# frame_sequencer

Figure 1. Metal 3 (frame_sequencer).
Drawn at 2 px/um.
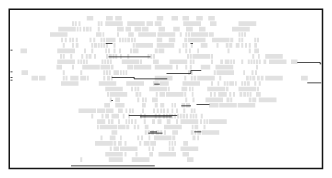

<file path="src/rtl/frame_pkg.sv">
// Shared types and default timing constants for the frame sequencer and its timer.
package frame_pkg;

  typedef enum logic [1:0] {
    IDLE   = 2'd0,
    SAMPLE = 2'd1,
    STEP   = 2'd2,
    SHOW   = 2'd3
  } seq_state_t;

  // 60 Hz frame rate from a 25 MHz system clock.
  localparam int unsigned FRAME_CYCLES_DEFAULT = 416_667;
  localparam int unsigned IMU_TIMEOUT_DEFAULT  = 4096;

endpackage

</file>
<file path="src/rtl/frame_timer.sv">
// Free-running frame period counter; tick marks the last cycle of every period.
module frame_timer
  import frame_pkg::*;
#(
  parameter int unsigned FRAME_CYCLES = FRAME_CYCLES_DEFAULT
) (
  input  logic clk,
  input  logic rst_n,
  output logic tick
);

  localparam int unsigned    CNT_W = $clog2(FRAME_CYCLES);
  localparam logic [CNT_W-1:0] LAST  = CNT_W'(FRAME_CYCLES - 1);

  logic [CNT_W-1:0] tick_cnt;

  // NOTE: sequential state uses non-blocking assignments so every flop samples
  // pre-edge values regardless of the order the simulator evaluates blocks.
  always_ff @(posedge clk or negedge rst_n) begin
    if (!rst_n) begin
      tick_cnt <= '0;
    end else if (tick_cnt == LAST) begin
      tick_cnt <= '0;
    end else begin
      tick_cnt <= tick_cnt + 1'b1;
    end
  end

  assign tick = (tick_cnt == LAST);

endmodule

</file>
<file path="src/rtl/frame_sequencer.sv">
// Per-frame controller: IMU sample, physics step, LED refresh, with matrix lock,
// frame counter and sticky overrun / IMU-timeout flags.
module frame_sequencer
  import frame_pkg::*;
#(
  parameter int unsigned FRAME_CYCLES = FRAME_CYCLES_DEFAULT,
  parameter int unsigned IMU_TIMEOUT  = IMU_TIMEOUT_DEFAULT
) (
  input  logic        clk,
  input  logic        rst_n,
  input  logic        run,
  input  logic        imu_done,
  input  logic        phys_done,
  input  logic        led_done,
  output logic        imu_start,
  output logic        phys_step,
  output logic        led_start,
  output logic        matrix_lock,
  output logic [1:0]  state_dbg,
  output logic [15:0] frame_cnt,
  output logic        overrun,
  output logic        imu_timeout
);

  localparam int unsigned       WAIT_W    = $clog2(IMU_TIMEOUT + 1);
  localparam logic [WAIT_W-1:0] WAIT_LAST = WAIT_W'(IMU_TIMEOUT - 1);

  seq_state_t        state, next_state;
  logic              tick;
  logic [WAIT_W-1:0] wait_cnt;
  logic              imu_expired;
  logic              imu_start_d, phys_step_d, led_start_d, matrix_lock_d;

  frame_timer #(
    .FRAME_CYCLES(FRAME_CYCLES)
  ) u_timer (
    .clk  (clk),
    .rst_n(rst_n),
    .tick (tick)
  );

  // Expiry lands on the IMU_TIMEOUT-th SAMPLE cycle; wait_cnt is 0 in the first.
  assign imu_expired = (state == SAMPLE) && (wait_cnt == WAIT_LAST);

  always_ff @(posedge clk or negedge rst_n) begin
    if (!rst_n) begin
      state <= IDLE;
    end else begin
      state <= next_state;
    end
  end

  // NOTE: next_state takes its default before the case so that no path through
  // the block leaves it unassigned, which would infer a latch.
  always_comb begin
    next_state = state;
    unique case (state)
      IDLE:    if (tick && run)             next_state = SAMPLE;
      SAMPLE:  if (imu_done || imu_expired) next_state = STEP;
      STEP:    if (phys_done)               next_state = SHOW;
      SHOW:    if (led_done)                next_state = IDLE;
      default:                              next_state = IDLE;
    endcase
  end

  // Start pulses fire on state entry and are registered, so they appear in the
  // first cycle of the new state.
  always_comb begin
    imu_start_d   = (next_state == SAMPLE) && (state != SAMPLE);
    phys_step_d   = (next_state == STEP)   && (state != STEP);
    led_start_d   = (next_state == SHOW)   && (state != SHOW);
    matrix_lock_d = (next_state == SHOW);
  end

  always_ff @(posedge clk or negedge rst_n) begin
    if (!rst_n) begin
      imu_start   <= 1'b0;
      phys_step   <= 1'b0;
      led_start   <= 1'b0;
      matrix_lock <= 1'b0;
      wait_cnt    <= '0;
      frame_cnt   <= '0;
      overrun     <= 1'b0;
      imu_timeout <= 1'b0;
    end else begin
      imu_start   <= imu_start_d;
      phys_step   <= phys_step_d;
      led_start   <= led_start_d;
      matrix_lock <= matrix_lock_d;
      wait_cnt    <= (state == SAMPLE) ? wait_cnt + 1'b1 : '0;
      if ((state == SHOW) && led_done) begin
        frame_cnt <= frame_cnt + 16'd1;
      end
      // A tick during an in-flight frame is dropped, never queued.
      if (tick && (state != IDLE)) begin
        overrun <= 1'b1;
      end
      if (imu_expired && !imu_done) begin
        imu_timeout <= 1'b1;
      end
    end
  end

  assign state_dbg = state;

endmodule
</file>
<file path="config.mk">
export PLATFORM = sky130hd
export DESIGN_NAME = frame_sequencer
export DESIGN_NICKNAME = d
export VERILOG_FILES = /design/src/rtl/frame_pkg.sv /design/src/rtl/frame_timer.sv /design/src/rtl/frame_sequencer.sv
export SDC_FILE = /design/constraint.sdc
export NUM_CORES = 1
export LEC_CHECK = 0
export ABC_AREA = 1
export CORE_ASPECT_RATIO = 0.5
export CORE_UTILIZATION = 25
export CTS_BUF_LIST = sky130_fd_sc_hd__clkbuf_8
export DETAILED_ROUTE_END_ITERATION = 10
export GPL_TIMING_DRIVEN = 0
export MAX_ROUTING_LAYER = met4
export PLACE_DENSITY = 0.54
export RECOVER_POWER = 100
export SLEW_MARGIN = 0
export SYNTH_ARGS = -nofsm -noshare
export SYNTH_HDL_FRONTEND = slang
export SYNTH_SLANG_ARGS = --single-unit
export TNS_END_PERCENT = 5
</file>
<file path="constraint.sdc">
create_clock -name clk -period 4.4 [get_ports clk]
set_clock_uncertainty 0.1 [all_clocks]
set_input_delay 0.44 -clock clk [delete_from_list [all_inputs] [get_ports clk]]
set_output_delay 0.44 -clock clk [all_outputs]
set_load 0.02 [all_outputs]
</file>
# multicycle_ctrl_flat

File: config.mk
export PLATFORM = sky130hd
export DESIGN_NAME = multicycle_ctrl_flat
export DESIGN_NICKNAME = d
export VERILOG_FILES = /design/src/rtl/multicycle_ctrl_if.sv /design/src/rtl/multicycle_ctrl.sv /design/src/flat_wrapper.sv
export SDC_FILE = /design/constraint.sdc
export NUM_CORES = 1
export LEC_CHECK = 0
export ABC_AREA = 1
export CAP_MARGIN = 0
export CORE_ASPECT_RATIO = 1.5
export CORE_MARGIN = 10
export CORE_UTILIZATION = 43
export CTS_BUF_LIST = sky130_fd_sc_hd__clkbuf_8 sky130_fd_sc_hd__clkbuf_16
export DETAILED_ROUTE_END_ITERATION = 12
export GPL_ROUTABILITY_DRIVEN = 0
export PLACE_DENSITY = 0.79
export SYNTH_ARGS = -nofsm -noshare
export SYNTH_HDL_FRONTEND = slang
export SYNTH_SLANG_ARGS = --single-unit
File: constraint.sdc
create_clock -name clk -period 2.3 [get_ports clk]
set_clock_uncertainty 0.15 [all_clocks]
set_input_delay 0.23 -clock clk [delete_from_list [all_inputs] [get_ports clk]]
set_output_delay 0.23 -clock clk [all_outputs]
set_load 0.1 [all_outputs]
File: src/rtl/multicycle_ctrl_if.sv
// Controller <-> datapath/memory bundle: instruction and status in, datapath strobes out.
// master = sequencer side, slave = datapath/instruction-ROM side.
interface multicycle_ctrl_if;
    logic [31:0] instr;
    logic        zero;
    logic        memReady;
    logic        branch;
    logic        aluSrc;
    logic        memWrite;
    logic        regWrite;
    logic        pcSrc;
    logic [1:0]  resSrc;
    logic [1:0]  inmSrc;
    logic [2:0]  ALUcontrol;
    logic        pcEn;
    logic [2:0]  state;
    logic [15:0] instret;
    logic        trap;

    modport master (
        input  instr, zero, memReady,
        output branch, aluSrc, memWrite, regWrite, pcSrc, resSrc, inmSrc,
               ALUcontrol, pcEn, state, instret, trap
    );

    modport slave (
        output instr, zero, memReady,
        input  branch, aluSrc, memWrite, regWrite, pcSrc, resSrc, inmSrc,
               ALUcontrol, pcEn, state, instret, trap
    );
endinterface

File: src/rtl/multicycle_ctrl.sv
// Multicycle sequencer: FETCH/DECODE/EXEC/[MEMW]/[WB]; BEQ 3, R/I/JAL 4, SW 4+wait, LW 5+wait cycles.
// Stalls in MEMW until memReady; traps (sticky until reset) on bad opcode/funct3 or WAIT_MAX wait cycles.
module multicycle_ctrl #(
    parameter int WAIT_MAX = 15
) (
    input  logic              clk,
    input  logic              reset,
    multicycle_ctrl_if.master bus
);
    typedef enum logic [2:0] {
        FETCH  = 3'd0,
        DECODE = 3'd1,
        EXEC   = 3'd2,
        MEMW   = 3'd3,
        WB     = 3'd4,
        TRAP   = 3'd5
    } state_e;

    typedef enum logic [2:0] {
        CL_R, CL_I, CL_LW, CL_SW, CL_BEQ, CL_JAL
    } class_e;

    state_e      state_q, state_d;
    class_e      cls_q, cls_d;
    logic [2:0]  funct3_q, funct3_d;
    logic        f7b5_q, f7b5_d;
    logic [3:0]  wait_q, wait_d;
    logic [15:0] instret_q, instret_d;

    class_e      dec_cls;
    logic        dec_ok;
    logic [2:0]  alu_op;
    logic        ex_asrc;
    logic [1:0]  ex_inm;
    logic        unused_instr;

    assign unused_instr = ^{bus.instr[31], bus.instr[29:15], bus.instr[11:7]};

    // Legality is judged on the live word while in DECODE, so a bad funct3 traps before EXEC.
    always_comb begin
        dec_ok  = 1'b1;
        dec_cls = CL_R;
        case (bus.instr[6:0])
            7'b0110011: dec_cls = CL_R;
            7'b0010011: dec_cls = CL_I;
            7'b0000011: dec_cls = CL_LW;
            7'b0100011: dec_cls = CL_SW;
            7'b1100011: dec_cls = CL_BEQ;
            7'b1101111: dec_cls = CL_JAL;
            default:    dec_ok  = 1'b0;
        endcase
        if ((dec_cls == CL_R || dec_cls == CL_I) &&
            !(bus.instr[14:12] inside {3'b000, 3'b010, 3'b110, 3'b111}))
            dec_ok = 1'b0;
    end

    always_comb begin
        alu_op = 3'b000;
        case (cls_q)
            CL_BEQ: alu_op = 3'b001;
            CL_R, CL_I: begin
                case (funct3_q)
                    3'b000:  alu_op = (cls_q == CL_R && f7b5_q) ? 3'b001 : 3'b000;
                    3'b010:  alu_op = 3'b101;
                    3'b110:  alu_op = 3'b011;
                    3'b111:  alu_op = 3'b010;
                    default: alu_op = 3'b000;
                endcase
            end
            default: alu_op = 3'b000;
        endcase
        ex_asrc = (cls_q == CL_I) || (cls_q == CL_LW) || (cls_q == CL_SW);
        case (cls_q)
            CL_SW:   ex_inm = 2'b01;
            CL_BEQ:  ex_inm = 2'b10;
            CL_JAL:  ex_inm = 2'b11;
            default: ex_inm = 2'b00;
        endcase
    end

    always_comb begin
        state_d        = state_q;
        cls_d          = cls_q;
        funct3_d       = funct3_q;
        f7b5_d         = f7b5_q;
        wait_d         = wait_q;
        bus.branch     = 1'b0;
        bus.aluSrc     = 1'b0;
        bus.memWrite   = 1'b0;
        bus.regWrite   = 1'b0;
        bus.pcSrc      = 1'b0;
        bus.resSrc     = 2'b00;
        bus.inmSrc     = 2'b00;
        bus.ALUcontrol = 3'b000;
        bus.pcEn       = 1'b0;
        case (state_q)
            FETCH: state_d = DECODE;
            DECODE: begin
                cls_d    = dec_cls;
                funct3_d = bus.instr[14:12];
                f7b5_d   = bus.instr[30];
                state_d  = dec_ok ? EXEC : TRAP;
            end
            EXEC: begin
                bus.aluSrc     = ex_asrc;
                bus.inmSrc     = ex_inm;
                bus.ALUcontrol = alu_op;
                case (cls_q)
                    CL_BEQ: begin
                        bus.branch = 1'b1;
                        bus.pcSrc  = bus.zero;
                        bus.pcEn   = 1'b1;
                        state_d    = FETCH;
                    end
                    CL_LW, CL_SW: begin
                        wait_d  = 4'd0;
                        state_d = MEMW;
                    end
                    default: state_d = WB;
                endcase
            end
            MEMW: begin
                bus.aluSrc     = ex_asrc;
                bus.inmSrc     = ex_inm;
                bus.ALUcontrol = alu_op;
                bus.memWrite   = (cls_q == CL_SW);
                if (bus.memReady) begin
                    bus.pcEn = (cls_q == CL_SW);
                    state_d  = (cls_q == CL_SW) ? FETCH : WB;
                end else if (wait_q == 4'(WAIT_MAX - 1)) begin
                    state_d = TRAP;
                end else begin
                    wait_d = wait_q + 4'd1;
                end
            end
            WB: begin
                bus.regWrite = 1'b1;
                bus.pcEn     = 1'b1;
                case (cls_q)
                    CL_LW:   bus.resSrc = 2'b01;
                    CL_JAL: begin
                        bus.resSrc = 2'b10;
                        bus.pcSrc  = 1'b1;
                        bus.inmSrc = 2'b11;
                    end
                    default: bus.resSrc = 2'b00;
                endcase
                state_d = FETCH;
            end
            TRAP:    state_d = TRAP;
            default: state_d = FETCH;
        endcase
    end

    assign instret_d   = instret_q + {15'd0, bus.pcEn};
    assign bus.state   = state_q;
    assign bus.instret = instret_q;
    assign bus.trap    = (state_q == TRAP);

    always_ff @(posedge clk or negedge reset) begin
        if (!reset) begin
            state_q   <= FETCH;
            cls_q     <= CL_R;
            funct3_q  <= 3'd0;
            f7b5_q    <= 1'b0;
            wait_q    <= 4'd0;
            instret_q <= 16'd0;
        end else begin
            state_q   <= state_d;
            cls_q     <= cls_d;
            funct3_q  <= funct3_d;
            f7b5_q    <= f7b5_d;
            wait_q    <= wait_d;
            instret_q <= instret_d;
        end
    end
endmodule

File: src/flat_wrapper.sv
// flat-port wrapper written by rule: the top's interface ports become plain ports
module multicycle_ctrl_flat 
#(
    parameter int WAIT_MAX = 15
)
  (clk, reset, bus_instr, bus_zero, bus_memReady, bus_branch, bus_aluSrc, bus_memWrite, bus_regWrite, bus_pcSrc, bus_resSrc, bus_inmSrc, bus_ALUcontrol, bus_pcEn, bus_state, bus_instret, bus_trap);
  multicycle_ctrl_if bus_i ();
  input  logic clk;
  input  logic reset;
  input wire logic [$bits(bus_i.instr)-1:0] bus_instr;
  input wire logic [$bits(bus_i.zero)-1:0] bus_zero;
  input wire logic [$bits(bus_i.memReady)-1:0] bus_memReady;
  output wire logic [$bits(bus_i.branch)-1:0] bus_branch;
  output wire logic [$bits(bus_i.aluSrc)-1:0] bus_aluSrc;
  output wire logic [$bits(bus_i.memWrite)-1:0] bus_memWrite;
  output wire logic [$bits(bus_i.regWrite)-1:0] bus_regWrite;
  output wire logic [$bits(bus_i.pcSrc)-1:0] bus_pcSrc;
  output wire logic [$bits(bus_i.resSrc)-1:0] bus_resSrc;
  output wire logic [$bits(bus_i.inmSrc)-1:0] bus_inmSrc;
  output wire logic [$bits(bus_i.ALUcontrol)-1:0] bus_ALUcontrol;
  output wire logic [$bits(bus_i.pcEn)-1:0] bus_pcEn;
  output wire logic [$bits(bus_i.state)-1:0] bus_state;
  output wire logic [$bits(bus_i.instret)-1:0] bus_instret;
  output wire logic [$bits(bus_i.trap)-1:0] bus_trap;
  assign bus_i.instr = bus_instr;
  assign bus_i.zero = bus_zero;
  assign bus_i.memReady = bus_memReady;
  assign bus_branch = bus_i.branch;
  assign bus_aluSrc = bus_i.aluSrc;
  assign bus_memWrite = bus_i.memWrite;
  assign bus_regWrite = bus_i.regWrite;
  assign bus_pcSrc = bus_i.pcSrc;
  assign bus_resSrc = bus_i.resSrc;
  assign bus_inmSrc = bus_i.inmSrc;
  assign bus_ALUcontrol = bus_i.ALUcontrol;
  assign bus_pcEn = bus_i.pcEn;
  assign bus_state = bus_i.state;
  assign bus_instret = bus_i.instret;
  assign bus_trap = bus_i.trap;
  multicycle_ctrl #(.WAIT_MAX(WAIT_MAX)) u_core (.clk(clk), .reset(reset), .bus(bus_i));
endmodule
# seg_capture

$ cat src/rtl/seg_capture.sv
// Receive-side monitor for a multiplexed 4-digit 7-segment bus: waits for each anode slot
// to settle, decodes the glyph per position and flags complete frames. Optional macro: SEGCAP_DP_EN.
module seg_capture #(
  parameter int unsigned STABLE_CYCLES = 4
) (
  input  logic       clk,
  input  logic       reset,
  input  logic [3:0] an,
  input  logic [6:0] seg,
  input  logic       dp,
  output logic [3:0] digit3,
  output logic [3:0] digit2,
  output logic [3:0] digit1,
  output logic [3:0] digit0,
  output logic [3:0] digit_ok,
  output logic [3:0] dp_seen,
  output logic       frame_done,
  output logic       overlap_err
);

  typedef enum logic [1:0] {IDLE, SETTLE, HELD} state_e;

  localparam logic [7:0] CNT_MAX  = 8'(STABLE_CYCLES);
  localparam logic [7:0] CNT_LAST = 8'(STABLE_CYCLES - 1);

`ifdef SEGCAP_DP_EN
  localparam int SMP_W = 12;
  logic [SMP_W-1:0] smp_d;
  assign smp_d = {an, seg, dp};
`else
  localparam int SMP_W = 11;
  logic [SMP_W-1:0] smp_d;
  logic             unused_dp;
  assign smp_d     = {an, seg};
  assign unused_dp = dp;
`endif

  // smp_q is the current registered sample; smp_prev_q the one before it.
  logic [SMP_W-1:0] smp_q, smp_prev_q;
  logic [7:0]       cnt_q, cnt_d;
  state_e           state_q, state_d;
  logic [3:0]       digit_q [4];
  logic [3:0]       digit_d [4];
  logic [3:0]       ok_q, ok_d;
  logic [3:0]       mask_q, mask_d;
  logic             frame_q, frame_d;
  logic             ovl_q, ovl_d;
`ifdef SEGCAP_DP_EN
  logic [3:0]       dps_q, dps_d;
`endif

  logic [3:0] an_d, an_q;
  logic [6:0] seg_q;
  logic       change;
  logic       cap_en;
  logic [1:0] cap_pos;
  logic [3:0] cap_bit;
  logic [3:0] dec_nib;
  logic       dec_ok;

  assign an_d   = smp_d[SMP_W-1 -: 4];
  assign an_q   = smp_q[SMP_W-1 -: 4];
  assign seg_q  = smp_q[SMP_W-5 -: 7];
  assign change = (smp_d != smp_q);

  // Segments arrive active-low; the table is written in active-high gfedcba.
  always_comb begin
    dec_ok  = 1'b1;
    dec_nib = 4'h0;
    case (~seg_q)
      7'h3F: dec_nib = 4'h0;
      7'h06: dec_nib = 4'h1;
      7'h5B: dec_nib = 4'h2;
      7'h4F: dec_nib = 4'h3;
      7'h66: dec_nib = 4'h4;
      7'h6D: dec_nib = 4'h5;
      7'h7D: dec_nib = 4'h6;
      7'h07: dec_nib = 4'h7;
      7'h7F: dec_nib = 4'h8;
      7'h6F: dec_nib = 4'h9;
      7'h77: dec_nib = 4'hA;
      7'h7C: dec_nib = 4'hB;
      7'h39: dec_nib = 4'hC;
      7'h5E: dec_nib = 4'hD;
      7'h79: dec_nib = 4'hE;
      7'h71: dec_nib = 4'hF;
      default: dec_ok = 1'b0;
    endcase
  end

  always_comb begin
    cap_pos = 2'd0;
    for (int i = 0; i < 4; i++) begin
      if (!an_q[i]) cap_pos = 2'(i);
    end
  end

  // NOTE: every always_comb output gets a default first so no path leaves it unassigned (no latches).
  always_comb begin
    state_d = state_q;
    cap_en  = 1'b0;
    ovl_d   = 1'b0;
    if (change)                cnt_d = 8'd0;
    else if (cnt_q == CNT_MAX) cnt_d = cnt_q;
    else                       cnt_d = cnt_q + 8'd1;

    case (state_q)
      IDLE: begin
        if (an_d != 4'hF) state_d = SETTLE;
      end
      SETTLE: begin
        if (change) begin
          state_d = (an_d == 4'hF) ? IDLE : SETTLE;
        end else if (cnt_q == CNT_LAST) begin
          state_d = HELD;
          if ($onehot(~an_q)) cap_en = 1'b1;
          else                ovl_d  = 1'b1;
        end
      end
      HELD: begin
        if (change) state_d = (an_d == 4'hF) ? IDLE : SETTLE;
      end
      default: state_d = IDLE;
    endcase
  end

  assign cap_bit = 4'b0001 << cap_pos;

  always_comb begin
    digit_d = digit_q;
    ok_d    = ok_q;
    mask_d  = mask_q;
    frame_d = 1'b0;
`ifdef SEGCAP_DP_EN
    dps_d   = dps_q;
`endif
    if (cap_en) begin
      digit_d[cap_pos] = dec_ok ? dec_nib : 4'h0;
      ok_d[cap_pos]    = dec_ok;
`ifdef SEGCAP_DP_EN
      dps_d[cap_pos]   = ~smp_q[0];
`endif
      if ((mask_q | cap_bit) == 4'hF) begin
        frame_d = 1'b1;
        mask_d  = 4'h0;
      end else begin
        mask_d  = mask_q | cap_bit;
      end
    end
  end

  // NOTE: state registers use non-blocking assignments so all flops update from pre-edge values.
  always_ff @(posedge clk or negedge reset) begin
    if (!reset) begin
      smp_q      <= '1;
      smp_prev_q <= '1;
      cnt_q      <= 8'd0;
      state_q    <= IDLE;
      for (int i = 0; i < 4; i++) digit_q[i] <= 4'h0;
      ok_q       <= 4'h0;
      mask_q     <= 4'h0;
      frame_q    <= 1'b0;
      ovl_q      <= 1'b0;
`ifdef SEGCAP_DP_EN
      dps_q      <= 4'h0;
`endif
    end else begin
      smp_q      <= smp_d;
      smp_prev_q <= smp_q;
      cnt_q      <= cnt_d;
      state_q    <= state_d;
      digit_q    <= digit_d;
      ok_q       <= ok_d;
      mask_q     <= mask_d;
      frame_q    <= frame_d;
      ovl_q      <= ovl_d;
`ifdef SEGCAP_DP_EN
      dps_q      <= dps_d;
`endif
    end
  end

  // The previous sample is kept for observability; change detection looks one sample ahead.
  logic unused_prev;
  assign unused_prev = ^smp_prev_q;

  assign digit0      = digit_q[0];
  assign digit1      = digit_q[1];
  assign digit2      = digit_q[2];
  assign digit3      = digit_q[3];
  assign digit_ok    = ok_q;
  assign frame_done  = frame_q;
  assign overlap_err = ovl_q;
`ifdef SEGCAP_DP_EN
  assign dp_seen     = dps_q;
`else
  assign dp_seen     = 4'h0;
`endif

endmodule

$ cat config.mk
export PLATFORM = sky130hd
export DESIGN_NAME = seg_capture
export DESIGN_NICKNAME = d
export VERILOG_FILES = /design/src/rtl/seg_capture.sv
export SDC_FILE = /design/constraint.sdc
export NUM_CORES = 1
export LEC_CHECK = 0
export CAP_MARGIN = 15
export CORE_ASPECT_RATIO = 0.75
export CORE_UTILIZATION = 35
export CTS_BUF_LIST = sky130_fd_sc_hd__clkbuf_4
export DETAILED_ROUTE_END_ITERATION = 7
export PLACE_DENSITY = 0.55
export SLEW_MARGIN = 5
export SYNTH_ARGS = -nofsm -noshare
export SYNTH_HDL_FRONTEND = slang
export SYNTH_SLANG_ARGS = --single-unit
$ cat constraint.sdc
create_clock -name clk -period 7.93 [get_ports clk]
set_input_delay 1.586 -clock clk [delete_from_list [all_inputs] [get_ports clk]]
set_output_delay 1.586 -clock clk [all_outputs]
set_load 0.1 [all_outputs]
Figure 2. I/O pins on the die edge (seg_capture).
Drawn at 4 px/um. Pins as bars across the die edge, other pins in grey.
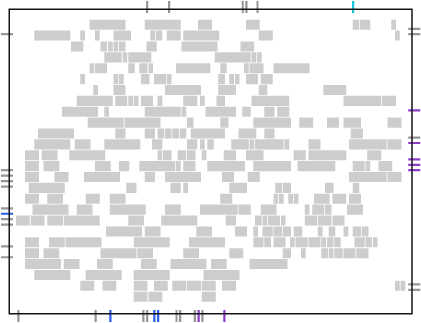
- purple: `seg` (pins 7; direction input; edge 5 east, 2 south)
- blue: `digit0` (pins 4; direction output; edge 3 south, 1 west)
- cyan: `reset` (pins 1; direction input; edge north)

==> reports/metrics.cfg, seg_capture <==
[outcome]
status=finished, final reports clean

[sta]
rsz0062_at_grt=false
period_needed_ns=3.56

[routing]
drt-initial-drc-count=70

[power_and_ir_drop]
comb_power_uw=47.5

[synth]
synthFlopType=dfrtp_1
top_area_share_pct=35.5
synth.most_common_cell=dfrtp_1
edf_count=0

[worst_setup_path]
cp.buffers_inverters=1

[final_layout]
diodes=0
inv_count=10
logic_gate_count=161
largest_reg_flops=11

[global_routing]
gr-usage-met1_pct=22.3

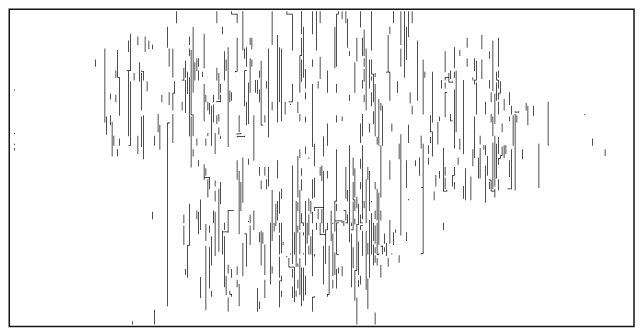
Figure 3: frame_sequencer, signal wires on met2.
Drawn at 4 px/um.
- share of all routed wire: 43%
- main direction: vertical
- wire length on this layer: 2730 um
- nets with wire on the layer: 324

Notes on Figure 1 above:
- longest straight run: 41.6 um
- wire length on this layer: 201 um
- share of all routed wire: 3.2%

==> reports/metrics.cfg, frame_sequencer <==
[floorplan]
taps=159
die_x_um=156
initial_core_util_pct=26.3

[worst_setup_path]
worst_ep_required_time_ns=4.51
crit_start=led_done
startpoint_type=primary input

[final_layout]
comb_share_pct=38.2
final_util_pct=31.2
design_area_um2=3510
inv_count=43
mostFrequentLayoutCells=nand2_1 (114), nor2_1 (77), dfrtp_1 (56), inv_1 (39), dlygate4sd3_1 (25)
layout.cells.non_filler=581
nClkBuffers=6

[run]
maxCapViolCount=1

[power_and_ir_drop]
comb_power_share_pct=24.1
p_per_area_nw_per_um2=342
power_frac_clock_pct=25.3

[global_routing]
globalRouteMet3Util_pct=2.35
grtUsageMet2_pct=18.7

[routing]
routed-wl-met3_um=200

[synth]
synthCells=384
yosys_cells=384
ys_seq_share_pct=47.4

[place]
pre_cts_ws_ns=2.51

[sta]
slew_violations=27

[outcome]
status=complete, but fails checks
violations=capacitance limit, slew limit

[clock_network]
cts_hold_buffers=0
cts_sinks=56

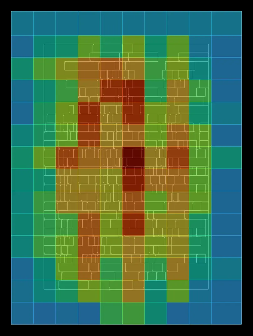
Figure 4: multicycle_ctrl_flat, routing congestion.
GR met2 Demand/Resource: 24.1%
All-Layer GR Usage: 13.3%
wire per inst: 13.5 um
gr busiest metal: met2
met3 Resource Use GR: 4.81%

==> reports/metrics.cfg, multicycle_ctrl_flat <==
[final_layout]
flops=30
final_util_pct=67.9
mostFrequentLayoutCells=nand2_1 (57), buf_4 (27), dfrtp_1 (27), inv_1 (22), nor2_1 (20)

[clock_network]
cts_buffer_depth=2
cts_hold_buffers=0

[place]
pre_cts_ws_ns=0.0768
dp_hpwl_um=3670

[routing]
drc=0
dr_total_vias=1635

[floorplan]
initial_core_util_pct=43.9

[sta]
tightest_slew_ns=0.387

[run]
maxCapViolCount=0

[outcome]
status=finished, final reports clean

[worst_setup_path]
endpoint_kind=register

[synth]
xor_area_share_pct=7.69
compound_area_share_pct=5.20
edf_count=0

[global_routing]
overflow=0
grt_max_degree=31

[power_and_ir_drop]
comb_power_mw=1.46


# stick_tx_rx

--- config.mk ---
export PLATFORM = sky130hd
export DESIGN_NAME = stick_tx_rx
export DESIGN_NICKNAME = d
export VERILOG_FILES = /design/src/rtl/stick_tx_rx.sv
export SDC_FILE = /design/constraint.sdc
export NUM_CORES = 1
export LEC_CHECK = 0
export CORE_MARGIN = 1
export CORE_UTILIZATION = 65
export CTS_BUF_LIST = sky130_fd_sc_hd__clkbuf_4 sky130_fd_sc_hd__clkbuf_8 sky130_fd_sc_hd__clkbuf_16
export DETAILED_ROUTE_END_ITERATION = 12
export GPL_ROUTABILITY_DRIVEN = 0
export GPL_TIMING_DRIVEN = 0
export PLACE_DENSITY = 0.89
export SYNTH_ARGS = -nofsm -noshare
export SYNTH_HDL_FRONTEND = slang
export SYNTH_SLANG_ARGS = --single-unit
--- constraint.sdc ---
create_clock -name sys_clk -period 12.4 [get_ports sys_clk]
set_clock_uncertainty 0.15 [all_clocks]
set_input_delay 3.1 -clock sys_clk [delete_from_list [all_inputs] [get_ports sys_clk]]
set_output_delay 3.1 -clock sys_clk [all_outputs]
set_load 0.05 [all_outputs]
--- src/rtl/stick_tx_rx.sv ---
`default_nettype none
// ----------------------------------------------------------------------------
// stick_tx_rx : framed stream receiver with payload FIFO and per-frame status.
// Optional macro STICK_RX_CSUM_EN adds an XOR checksum trailer word. Rev 1.0
// ----------------------------------------------------------------------------
module stick_tx_rx #(
   parameter int          DATA_W    = 32,
   parameter int          FIFO_AW   = 4,
   parameter int          TIMEOUT   = 1000,
   parameter logic [15:0] HDR_MAGIC = 16'hA5C3
) (
   input  logic              sys_clk,
   input  logic              rst_n,
   input  logic [DATA_W-1:0] i_tx_data,
   input  logic              i_tx_vld,
   output logic              o_tx_rdy,
   output logic [DATA_W-1:0] o_rd_data,
   output logic              o_rd_vld,
   input  logic              i_rd_ack,
   output logic              o_frame_ok,
   output logic              o_frame_err,
   output logic [15:0]       o_frame_cnt,
   output logic [FIFO_AW:0]  o_fill
);

   localparam int                 C_DEPTH    = 2**FIFO_AW;
   localparam int                 C_GAP_W    = $clog2(TIMEOUT + 1);
   localparam logic [C_GAP_W-1:0] C_TIMEOUT  = C_GAP_W'(TIMEOUT);
   localparam logic [C_GAP_W-1:0] C_GAP_ONE  = C_GAP_W'(1);
   localparam logic [FIFO_AW:0]   C_RDY_MAX  = (FIFO_AW + 1)'(C_DEPTH - 2);
   localparam logic [FIFO_AW:0]   C_FILL_ONE = (FIFO_AW + 1)'(1);
   localparam logic [FIFO_AW-1:0] C_PTR_ONE  = FIFO_AW'(1);

   typedef enum logic [1:0] {
      ST_IDLE    = 2'd0,
      ST_PAYLOAD = 2'd1,
`ifdef STICK_RX_CSUM_EN
      ST_CSUM    = 2'd3,
`endif
      ST_DONE    = 2'd2
   } state_t;

   state_t              state_q, state_d;
   logic [15:0]         rem_q, rem_d;
   logic [DATA_W-1:0]   csum_q, csum_d;
   logic [C_GAP_W-1:0]  gap_q, gap_d;
   logic                rdy_q, rdy_d;
   logic                ok_q, ok_d;
   logic                err_q, err_d;
   logic [15:0]         cnt_q, cnt_d;
   logic [FIFO_AW-1:0]  wr_ptr_q, rd_ptr_q;
   logic [FIFO_AW:0]    fill_q, fill_d;
   logic [DATA_W-1:0]   mem_q [C_DEPTH];

   logic                w_acc;
   logic                w_push;
   logic                w_pop;
   logic                w_gap_hit;
   logic [C_GAP_W-1:0]  w_gap_inc;

   assign w_acc     = i_tx_vld && rdy_q;
   assign w_pop     = i_rd_ack && (fill_q != '0);
   assign w_gap_inc = gap_q + C_GAP_ONE;
   assign w_gap_hit = (w_gap_inc == C_TIMEOUT);

   always_comb begin
      state_d = state_q;
      rem_d   = rem_q;
      csum_d  = csum_q;
      gap_d   = gap_q;
      ok_d    = 1'b0;
      err_d   = 1'b0;
      cnt_d   = cnt_q;
      w_push  = 1'b0;
      case (state_q)
         ST_IDLE: begin
            gap_d = '0;
            if (w_acc) begin
               if (i_tx_data[31:16] == HDR_MAGIC) begin
                  rem_d  = i_tx_data[15:0];
                  csum_d = '0;
                  if (i_tx_data[15:0] != 16'd0) begin
                     state_d = ST_PAYLOAD;
                  end else begin
`ifdef STICK_RX_CSUM_EN
                     state_d = ST_CSUM;
`else
                     state_d = ST_DONE;
`endif
                  end
               end else begin
                  err_d = 1'b1;
               end
            end
         end
         ST_PAYLOAD: begin
            if (w_acc) begin
               w_push = 1'b1;
               csum_d = csum_q ^ i_tx_data;
               rem_d  = rem_q - 16'd1;
               gap_d  = '0;
               if (rem_q == 16'd1) begin
`ifdef STICK_RX_CSUM_EN
                  state_d = ST_CSUM;
`else
                  state_d = ST_DONE;
`endif
               end
            end else if (w_gap_hit) begin
               err_d   = 1'b1;
               state_d = ST_IDLE;
            end else begin
               gap_d = w_gap_inc;
            end
         end
`ifdef STICK_RX_CSUM_EN
         ST_CSUM: begin
            if (w_acc) begin
               gap_d = '0;
               if (i_tx_data == csum_q) begin
                  state_d = ST_DONE;
               end else begin
                  err_d   = 1'b1;
                  state_d = ST_IDLE;
               end
            end else if (w_gap_hit) begin
               err_d   = 1'b1;
               state_d = ST_IDLE;
            end else begin
               gap_d = w_gap_inc;
            end
         end
`endif
         ST_DONE: begin
            state_d = ST_IDLE;
         end
         default: begin
            state_d = ST_IDLE;
         end
      endcase
      // Status is registered so it shows during the single DONE cycle.
      if (state_d == ST_DONE) begin
         ok_d  = 1'b1;
         cnt_d = cnt_q + 16'd1;
      end
   end

   always_comb begin
      fill_d = fill_q;
      case ({w_push, w_pop})
         2'b10:   fill_d = fill_q + C_FILL_ONE;
         2'b01:   fill_d = fill_q - C_FILL_ONE;
         default: fill_d = fill_q;
      endcase
      rdy_d = (state_d != ST_DONE) && (fill_d <= C_RDY_MAX);
   end

   always_ff @(posedge sys_clk or negedge rst_n) begin
      if (!rst_n) begin
         state_q  <= ST_IDLE;
         rem_q    <= '0;
         csum_q   <= '0;
         gap_q    <= '0;
         rdy_q    <= 1'b0;
         ok_q     <= 1'b0;
         err_q    <= 1'b0;
         cnt_q    <= '0;
         wr_ptr_q <= '0;
         rd_ptr_q <= '0;
         fill_q   <= '0;
      end else begin
         state_q <= state_d;
         rem_q   <= rem_d;
         csum_q  <= csum_d;
         gap_q   <= gap_d;
         rdy_q   <= rdy_d;
         ok_q    <= ok_d;
         err_q   <= err_d;
         cnt_q   <= cnt_d;
         fill_q  <= fill_d;
         if (w_push) wr_ptr_q <= wr_ptr_q + C_PTR_ONE;
         if (w_pop)  rd_ptr_q <= rd_ptr_q + C_PTR_ONE;
      end
   end

   always_ff @(posedge sys_clk) begin
      if (w_push) mem_q[wr_ptr_q] <= i_tx_data;
   end

   // Head word is masked while empty so stale storage never leaks out.
   assign o_rd_vld    = (fill_q != '0);
   assign o_rd_data   = o_rd_vld ? mem_q[rd_ptr_q] : '0;
   assign o_tx_rdy    = rdy_q;
   assign o_frame_ok  = ok_q;
   assign o_frame_err = err_q;
   assign o_frame_cnt = cnt_q;
   assign o_fill      = fill_q;

endmodule
`default_nettype wire
# bcd_scan4

**config.mk**
```make
export PLATFORM = sky130hd
export DESIGN_NAME = bcd_scan4
export DESIGN_NICKNAME = d
export VERILOG_FILES = /design/src/rtl/bcd_scan4.sv
export SDC_FILE = /design/constraint.sdc
export NUM_CORES = 1
export LEC_CHECK = 0
export CORE_MARGIN = 2
export CORE_UTILIZATION = 50
export DETAILED_ROUTE_END_ITERATION = 8
export GPL_ROUTABILITY_DRIVEN = 0
export GPL_TIMING_DRIVEN = 0
export PLACE_DENSITY = 0.74
export SYNTH_ARGS = -nofsm -noshare
export SYNTH_HDL_FRONTEND = slang
export SYNTH_SLANG_ARGS = --single-unit
```
**constraint.sdc**
```tcl
create_clock -name clock -period 3.33 [get_ports clock]
set_input_delay 0.8325 -clock clock [delete_from_list [all_inputs] [get_ports clock]]
set_output_delay 0.8325 -clock clock [all_outputs]
set_load 0.05 [all_outputs]
```
**src/rtl/bcd_scan4.sv**
```systemverilog
// Four-digit multiplexed BCD display scanner: prescaled slot rotation, per-frame
// input snapshot, leading-zero blanking and registered active-low drive outputs.
module bcd_scan4 #(
    parameter int SCAN_DIV = 50000
) (
    input  logic       clock,
    input  logic       reset,
    input  logic       enable,
    input  logic [3:0] digit0,
    input  logic [3:0] digit1,
    input  logic [3:0] digit2,
    input  logic [3:0] digit3,
    input  logic [3:0] dp_en,
    input  logic       blank_lz,
    output logic [3:0] an,
    output logic [6:0] seg,
    output logic       dp,
    output logic       frame_done
);

    localparam logic [15:0] CNT_MAX = 16'(SCAN_DIV - 1);

    logic [15:0] cnt_r;
    logic [1:0]  idx_r;
    logic [15:0] snap_r;
    logic [3:0]  snap_dp_r;
    logic [3:0]  an_r;
    logic [6:0]  seg_r;
    logic        dp_r;
    logic        frame_done_r;

    logic        wrap_s;
    logic        frame_start_s;
    logic [3:0]  digit_s;
    logic        blank_sel_s;
    logic        lz3_s;
    logic        lz2_s;
    logic        lz1_s;
    logic [3:0]  an_s;
    logic [6:0]  seg_s;
    logic        dp_s;
    logic        frame_done_s;

    function automatic logic [6:0] seg_encode(input logic [3:0] bcd);
        logic [6:0] pat;
        case (bcd)
            4'd0:    pat = 7'b0000001;
            4'd1:    pat = 7'b1001111;
            4'd2:    pat = 7'b0010010;
            4'd3:    pat = 7'b0000110;
            4'd4:    pat = 7'b1001100;
            4'd5:    pat = 7'b0100100;
            4'd6:    pat = 7'b0100000;
            4'd7:    pat = 7'b0001111;
            4'd8:    pat = 7'b0000000;
            4'd9:    pat = 7'b0000100;
            default: pat = 7'b1111110;
        endcase
        return pat;
    endfunction

    assign wrap_s        = (cnt_r == CNT_MAX);
    assign frame_start_s = enable && (idx_r == 2'd0) && (cnt_r == 16'd0);

    // Prescaler and slot index; both freeze while the scan is disabled.
    always_ff @(posedge clock or negedge reset) begin
        if (!reset) begin
            cnt_r <= 16'd0;
            idx_r <= 2'd0;
        end else if (enable) begin
            if (wrap_s) begin
                cnt_r <= 16'd0;
                idx_r <= idx_r + 2'd1;
            end else begin
                cnt_r <= cnt_r + 16'd1;
                idx_r <= idx_r;
            end
        end else begin
            cnt_r <= cnt_r;
            idx_r <= idx_r;
        end
    end

    // Input snapshot, taken only at frame start so a frame never mixes input states.
    always_ff @(posedge clock or negedge reset) begin
        if (!reset) begin
            snap_r    <= 16'd0;
            snap_dp_r <= 4'd0;
        end else if (frame_start_s) begin
            snap_r    <= {digit3, digit2, digit1, digit0};
            snap_dp_r <= dp_en;
        end else begin
            snap_r    <= snap_r;
            snap_dp_r <= snap_dp_r;
        end
    end

    assign lz3_s = blank_lz && (snap_r[15:12] == 4'd0);
    assign lz2_s = lz3_s && (snap_r[11:8] == 4'd0);
    assign lz1_s = lz2_s && (snap_r[7:4] == 4'd0);

    // Next-cycle display drive for the current slot.
    always_comb begin
        an_s         = 4'b1111;
        seg_s        = 7'b1111111;
        dp_s         = 1'b1;
        digit_s      = 4'd0;
        blank_sel_s  = 1'b0;
        frame_done_s = enable && wrap_s && (idx_r == 2'd3);
        case (idx_r)
            2'd0: begin digit_s = snap_r[3:0];   blank_sel_s = 1'b0;  end
            2'd1: begin digit_s = snap_r[7:4];   blank_sel_s = lz1_s; end
            2'd2: begin digit_s = snap_r[11:8];  blank_sel_s = lz2_s; end
            2'd3: begin digit_s = snap_r[15:12]; blank_sel_s = lz3_s; end
            default: begin digit_s = 4'd0;       blank_sel_s = 1'b1;  end
        endcase
        // Slot start is dead time so the previous digit cannot ghost into this one.
        if (!enable || (cnt_r == 16'd0) || blank_sel_s) begin
            an_s  = 4'b1111;
            seg_s = 7'b1111111;
            dp_s  = 1'b1;
        end else begin
            an_s  = ~(4'b0001 << idx_r);
            seg_s = seg_encode(digit_s);
            dp_s  = ~snap_dp_r[idx_r];
        end
    end

    // Output registers.
    always_ff @(posedge clock or negedge reset) begin
        if (!reset) begin
            an_r         <= 4'b1111;
            seg_r        <= 7'b1111111;
            dp_r         <= 1'b1;
            frame_done_r <= 1'b0;
        end else begin
            an_r         <= an_s;
            seg_r        <= seg_s;
            dp_r         <= dp_s;
            frame_done_r <= frame_done_s;
        end
    end

    assign an         = an_r;
    assign seg        = seg_r;
    assign dp         = dp_r;
    assign frame_done = frame_done_r;

endmodule

```

==> notes/layouts.md <==
Pictures saved along the way, in no particular order.

Signal wires on met2.
Plate I
Drawn at 2 px/um.
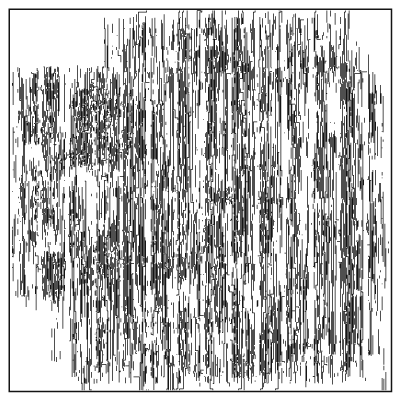
Plate II
Drawn at 6 px/um.
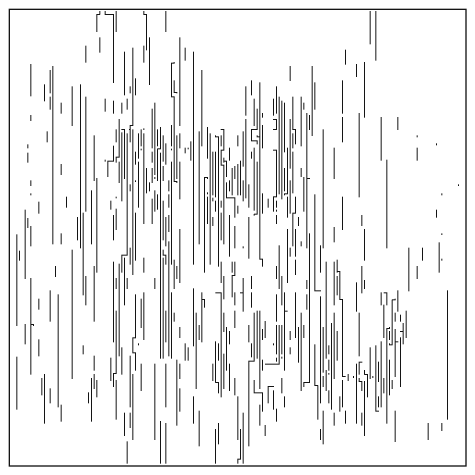
stick_tx_rx is Plate I.
bcd_scan4 is Plate II.
- largest die: Plate I

Key to Plate I:
- longest straight run: 96.2 um
- nets with wire on the layer: 1317
- wire length on this layer: 29.9 mm
- share of all routed wire: 49%
- main direction: vertical

Figure 5. I/O pins on the die edge (bcd_scan4).
Drawn at 6 px/um. Pins as bars across the die edge, other pins in grey.
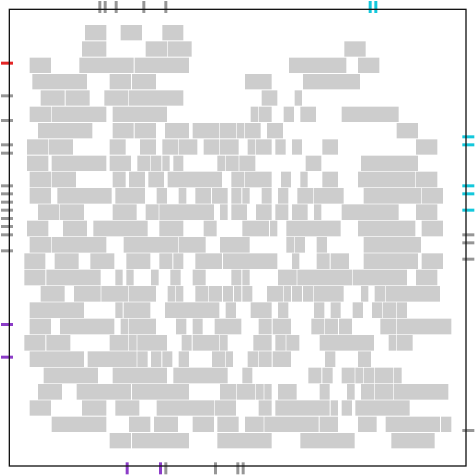
- red: `clock` (pins 1; direction input; edge west)
- cyan: `seg` (pins 7; direction output; edge 5 east, 2 north)
- purple: `dp_en` (pins 4; direction input; edge 2 south, 2 west)
- all pins by edge: 15 west, 9 east, 7 north, 6 south

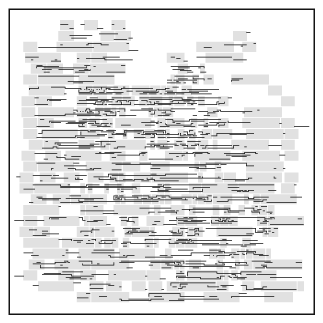
Figure 6: bcd_scan4, the metal 1 layer.
Drawn at 4 px/um.
- longest straight run: 25.8 um
- nets with wire on the layer: 268
- wire length on this layer: 2280 um
- share of all routed wire: 46%
- main direction: horizontal

==> reports/metrics.cfg, bcd_scan4 <==
[worst_setup_path]
r2r_slack_ns=0.39
reg2regPathDepth=11
slowest_delay_ns=0.55
crit_chain=inv_1 -> ha_1 -> buf_1 -> a222oi_1 -> a21oi_1 -> inv_1 -> ha_1 -> a211oi_1 -> a2bb2oi_1 -> a21oi_1 -> o211ai_1

[floorplan]
die_x_um=75.9
chip_area_um2=5760
dieHeight_um=75.9

[sta]
clock.fmax_ghz=0.340
fin_skew_ns=0.00312
hold_violations=0

[synth]
synthCells=232
syn_avg_cell_area_um2=11.1
ys_area_um2=2580
synthFlopType=dfrtp_1

[routing]
wl_met1_um=2280
wire_per_inst_um=14.4
dr_total_vias=1923
top_layer=met4

[final_layout]
layout.cells.non_filler=346
final_common_cell=dfrtp_1
nFillCells=429

[power_and_ir_drop]
p_int_mw=1.07
pg_clk_uw=332
comb_power_share_pct=26.4

[outcome]
status=finished, final reports clean

[global_routing]
gr-usage-met1_pct=28.1

[clock_network]
numCtsBuffers=5
cts_hold_buffers=0

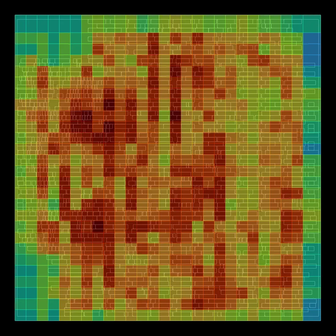
Figure 7: stick_tx_rx, routing congestion.
wire per inst: 33.0 um
met1 Use GR: 46.9%
GR met2 Demand/Resource: 56.6%
All-Layer GR Usage: 35.0%

==> reports/metrics.cfg, stick_tx_rx <==
[synth]
ys_area_um2=23100
edf_count=512
async_reset_ff_share_pct=10.5

[floorplan]
rows=68
taps=455

[final_layout]
area_dominant_class=flip-flops and latches
final_util_pct=77.7
mostFrequentLayoutCells=edfxtp_1 (512), mux4_2 (160), clkdlybuf4s50_1 (91), dfrtp_1 (60), clkbuf_16 (57)
sh_seq_area_pct=62.6
inv_count=26
buf_share_pct=6.50

[power_and_ir_drop]
p_leak_nw=8.96
sw_frac_of_total_pct=32.5
p_total_mw=5.85

[clock_network]
cts_resized=0

[global_routing]
grt_pass1_wl_um=89100
overflow=0
grt_pass1_vias=13700

[worst_setup_path]
arrival_ns=4.11
slowest_delay_ns=0.74
startpoint_type=register

[place]
placed_cell_area_um2=25200

[outcome]
status=finished, final reports clean

[sta]
tightest_slew_ns=1.16

[routing]
routed_wl_um=61000



==> gallery <==
Metal 3.
picture 1
Drawn at 3 px/um.
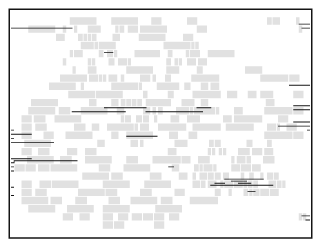
picture 2
Drawn at 1.5 px/um.
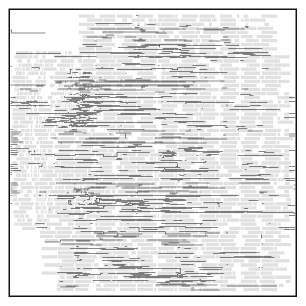
picture 3
Drawn at 3 px/um.
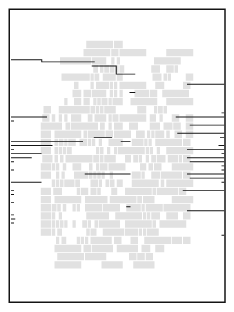
picture 4
Drawn at 4 px/um.
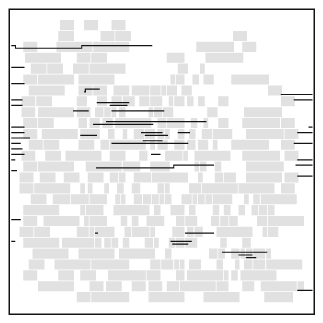
| from | picture |
|---|---|
| seg_capture | picture 1 |
| stick_tx_rx | picture 2 |
| bcd_scan4 | picture 4 |
| multicycle_ctrl_flat | picture 3 |
The one with the largest die is picture 2.
The one with the smallest die is picture 4.

Key to picture 3:
- wire length on this layer: 301 um
- share of all routed wire: 6.9%

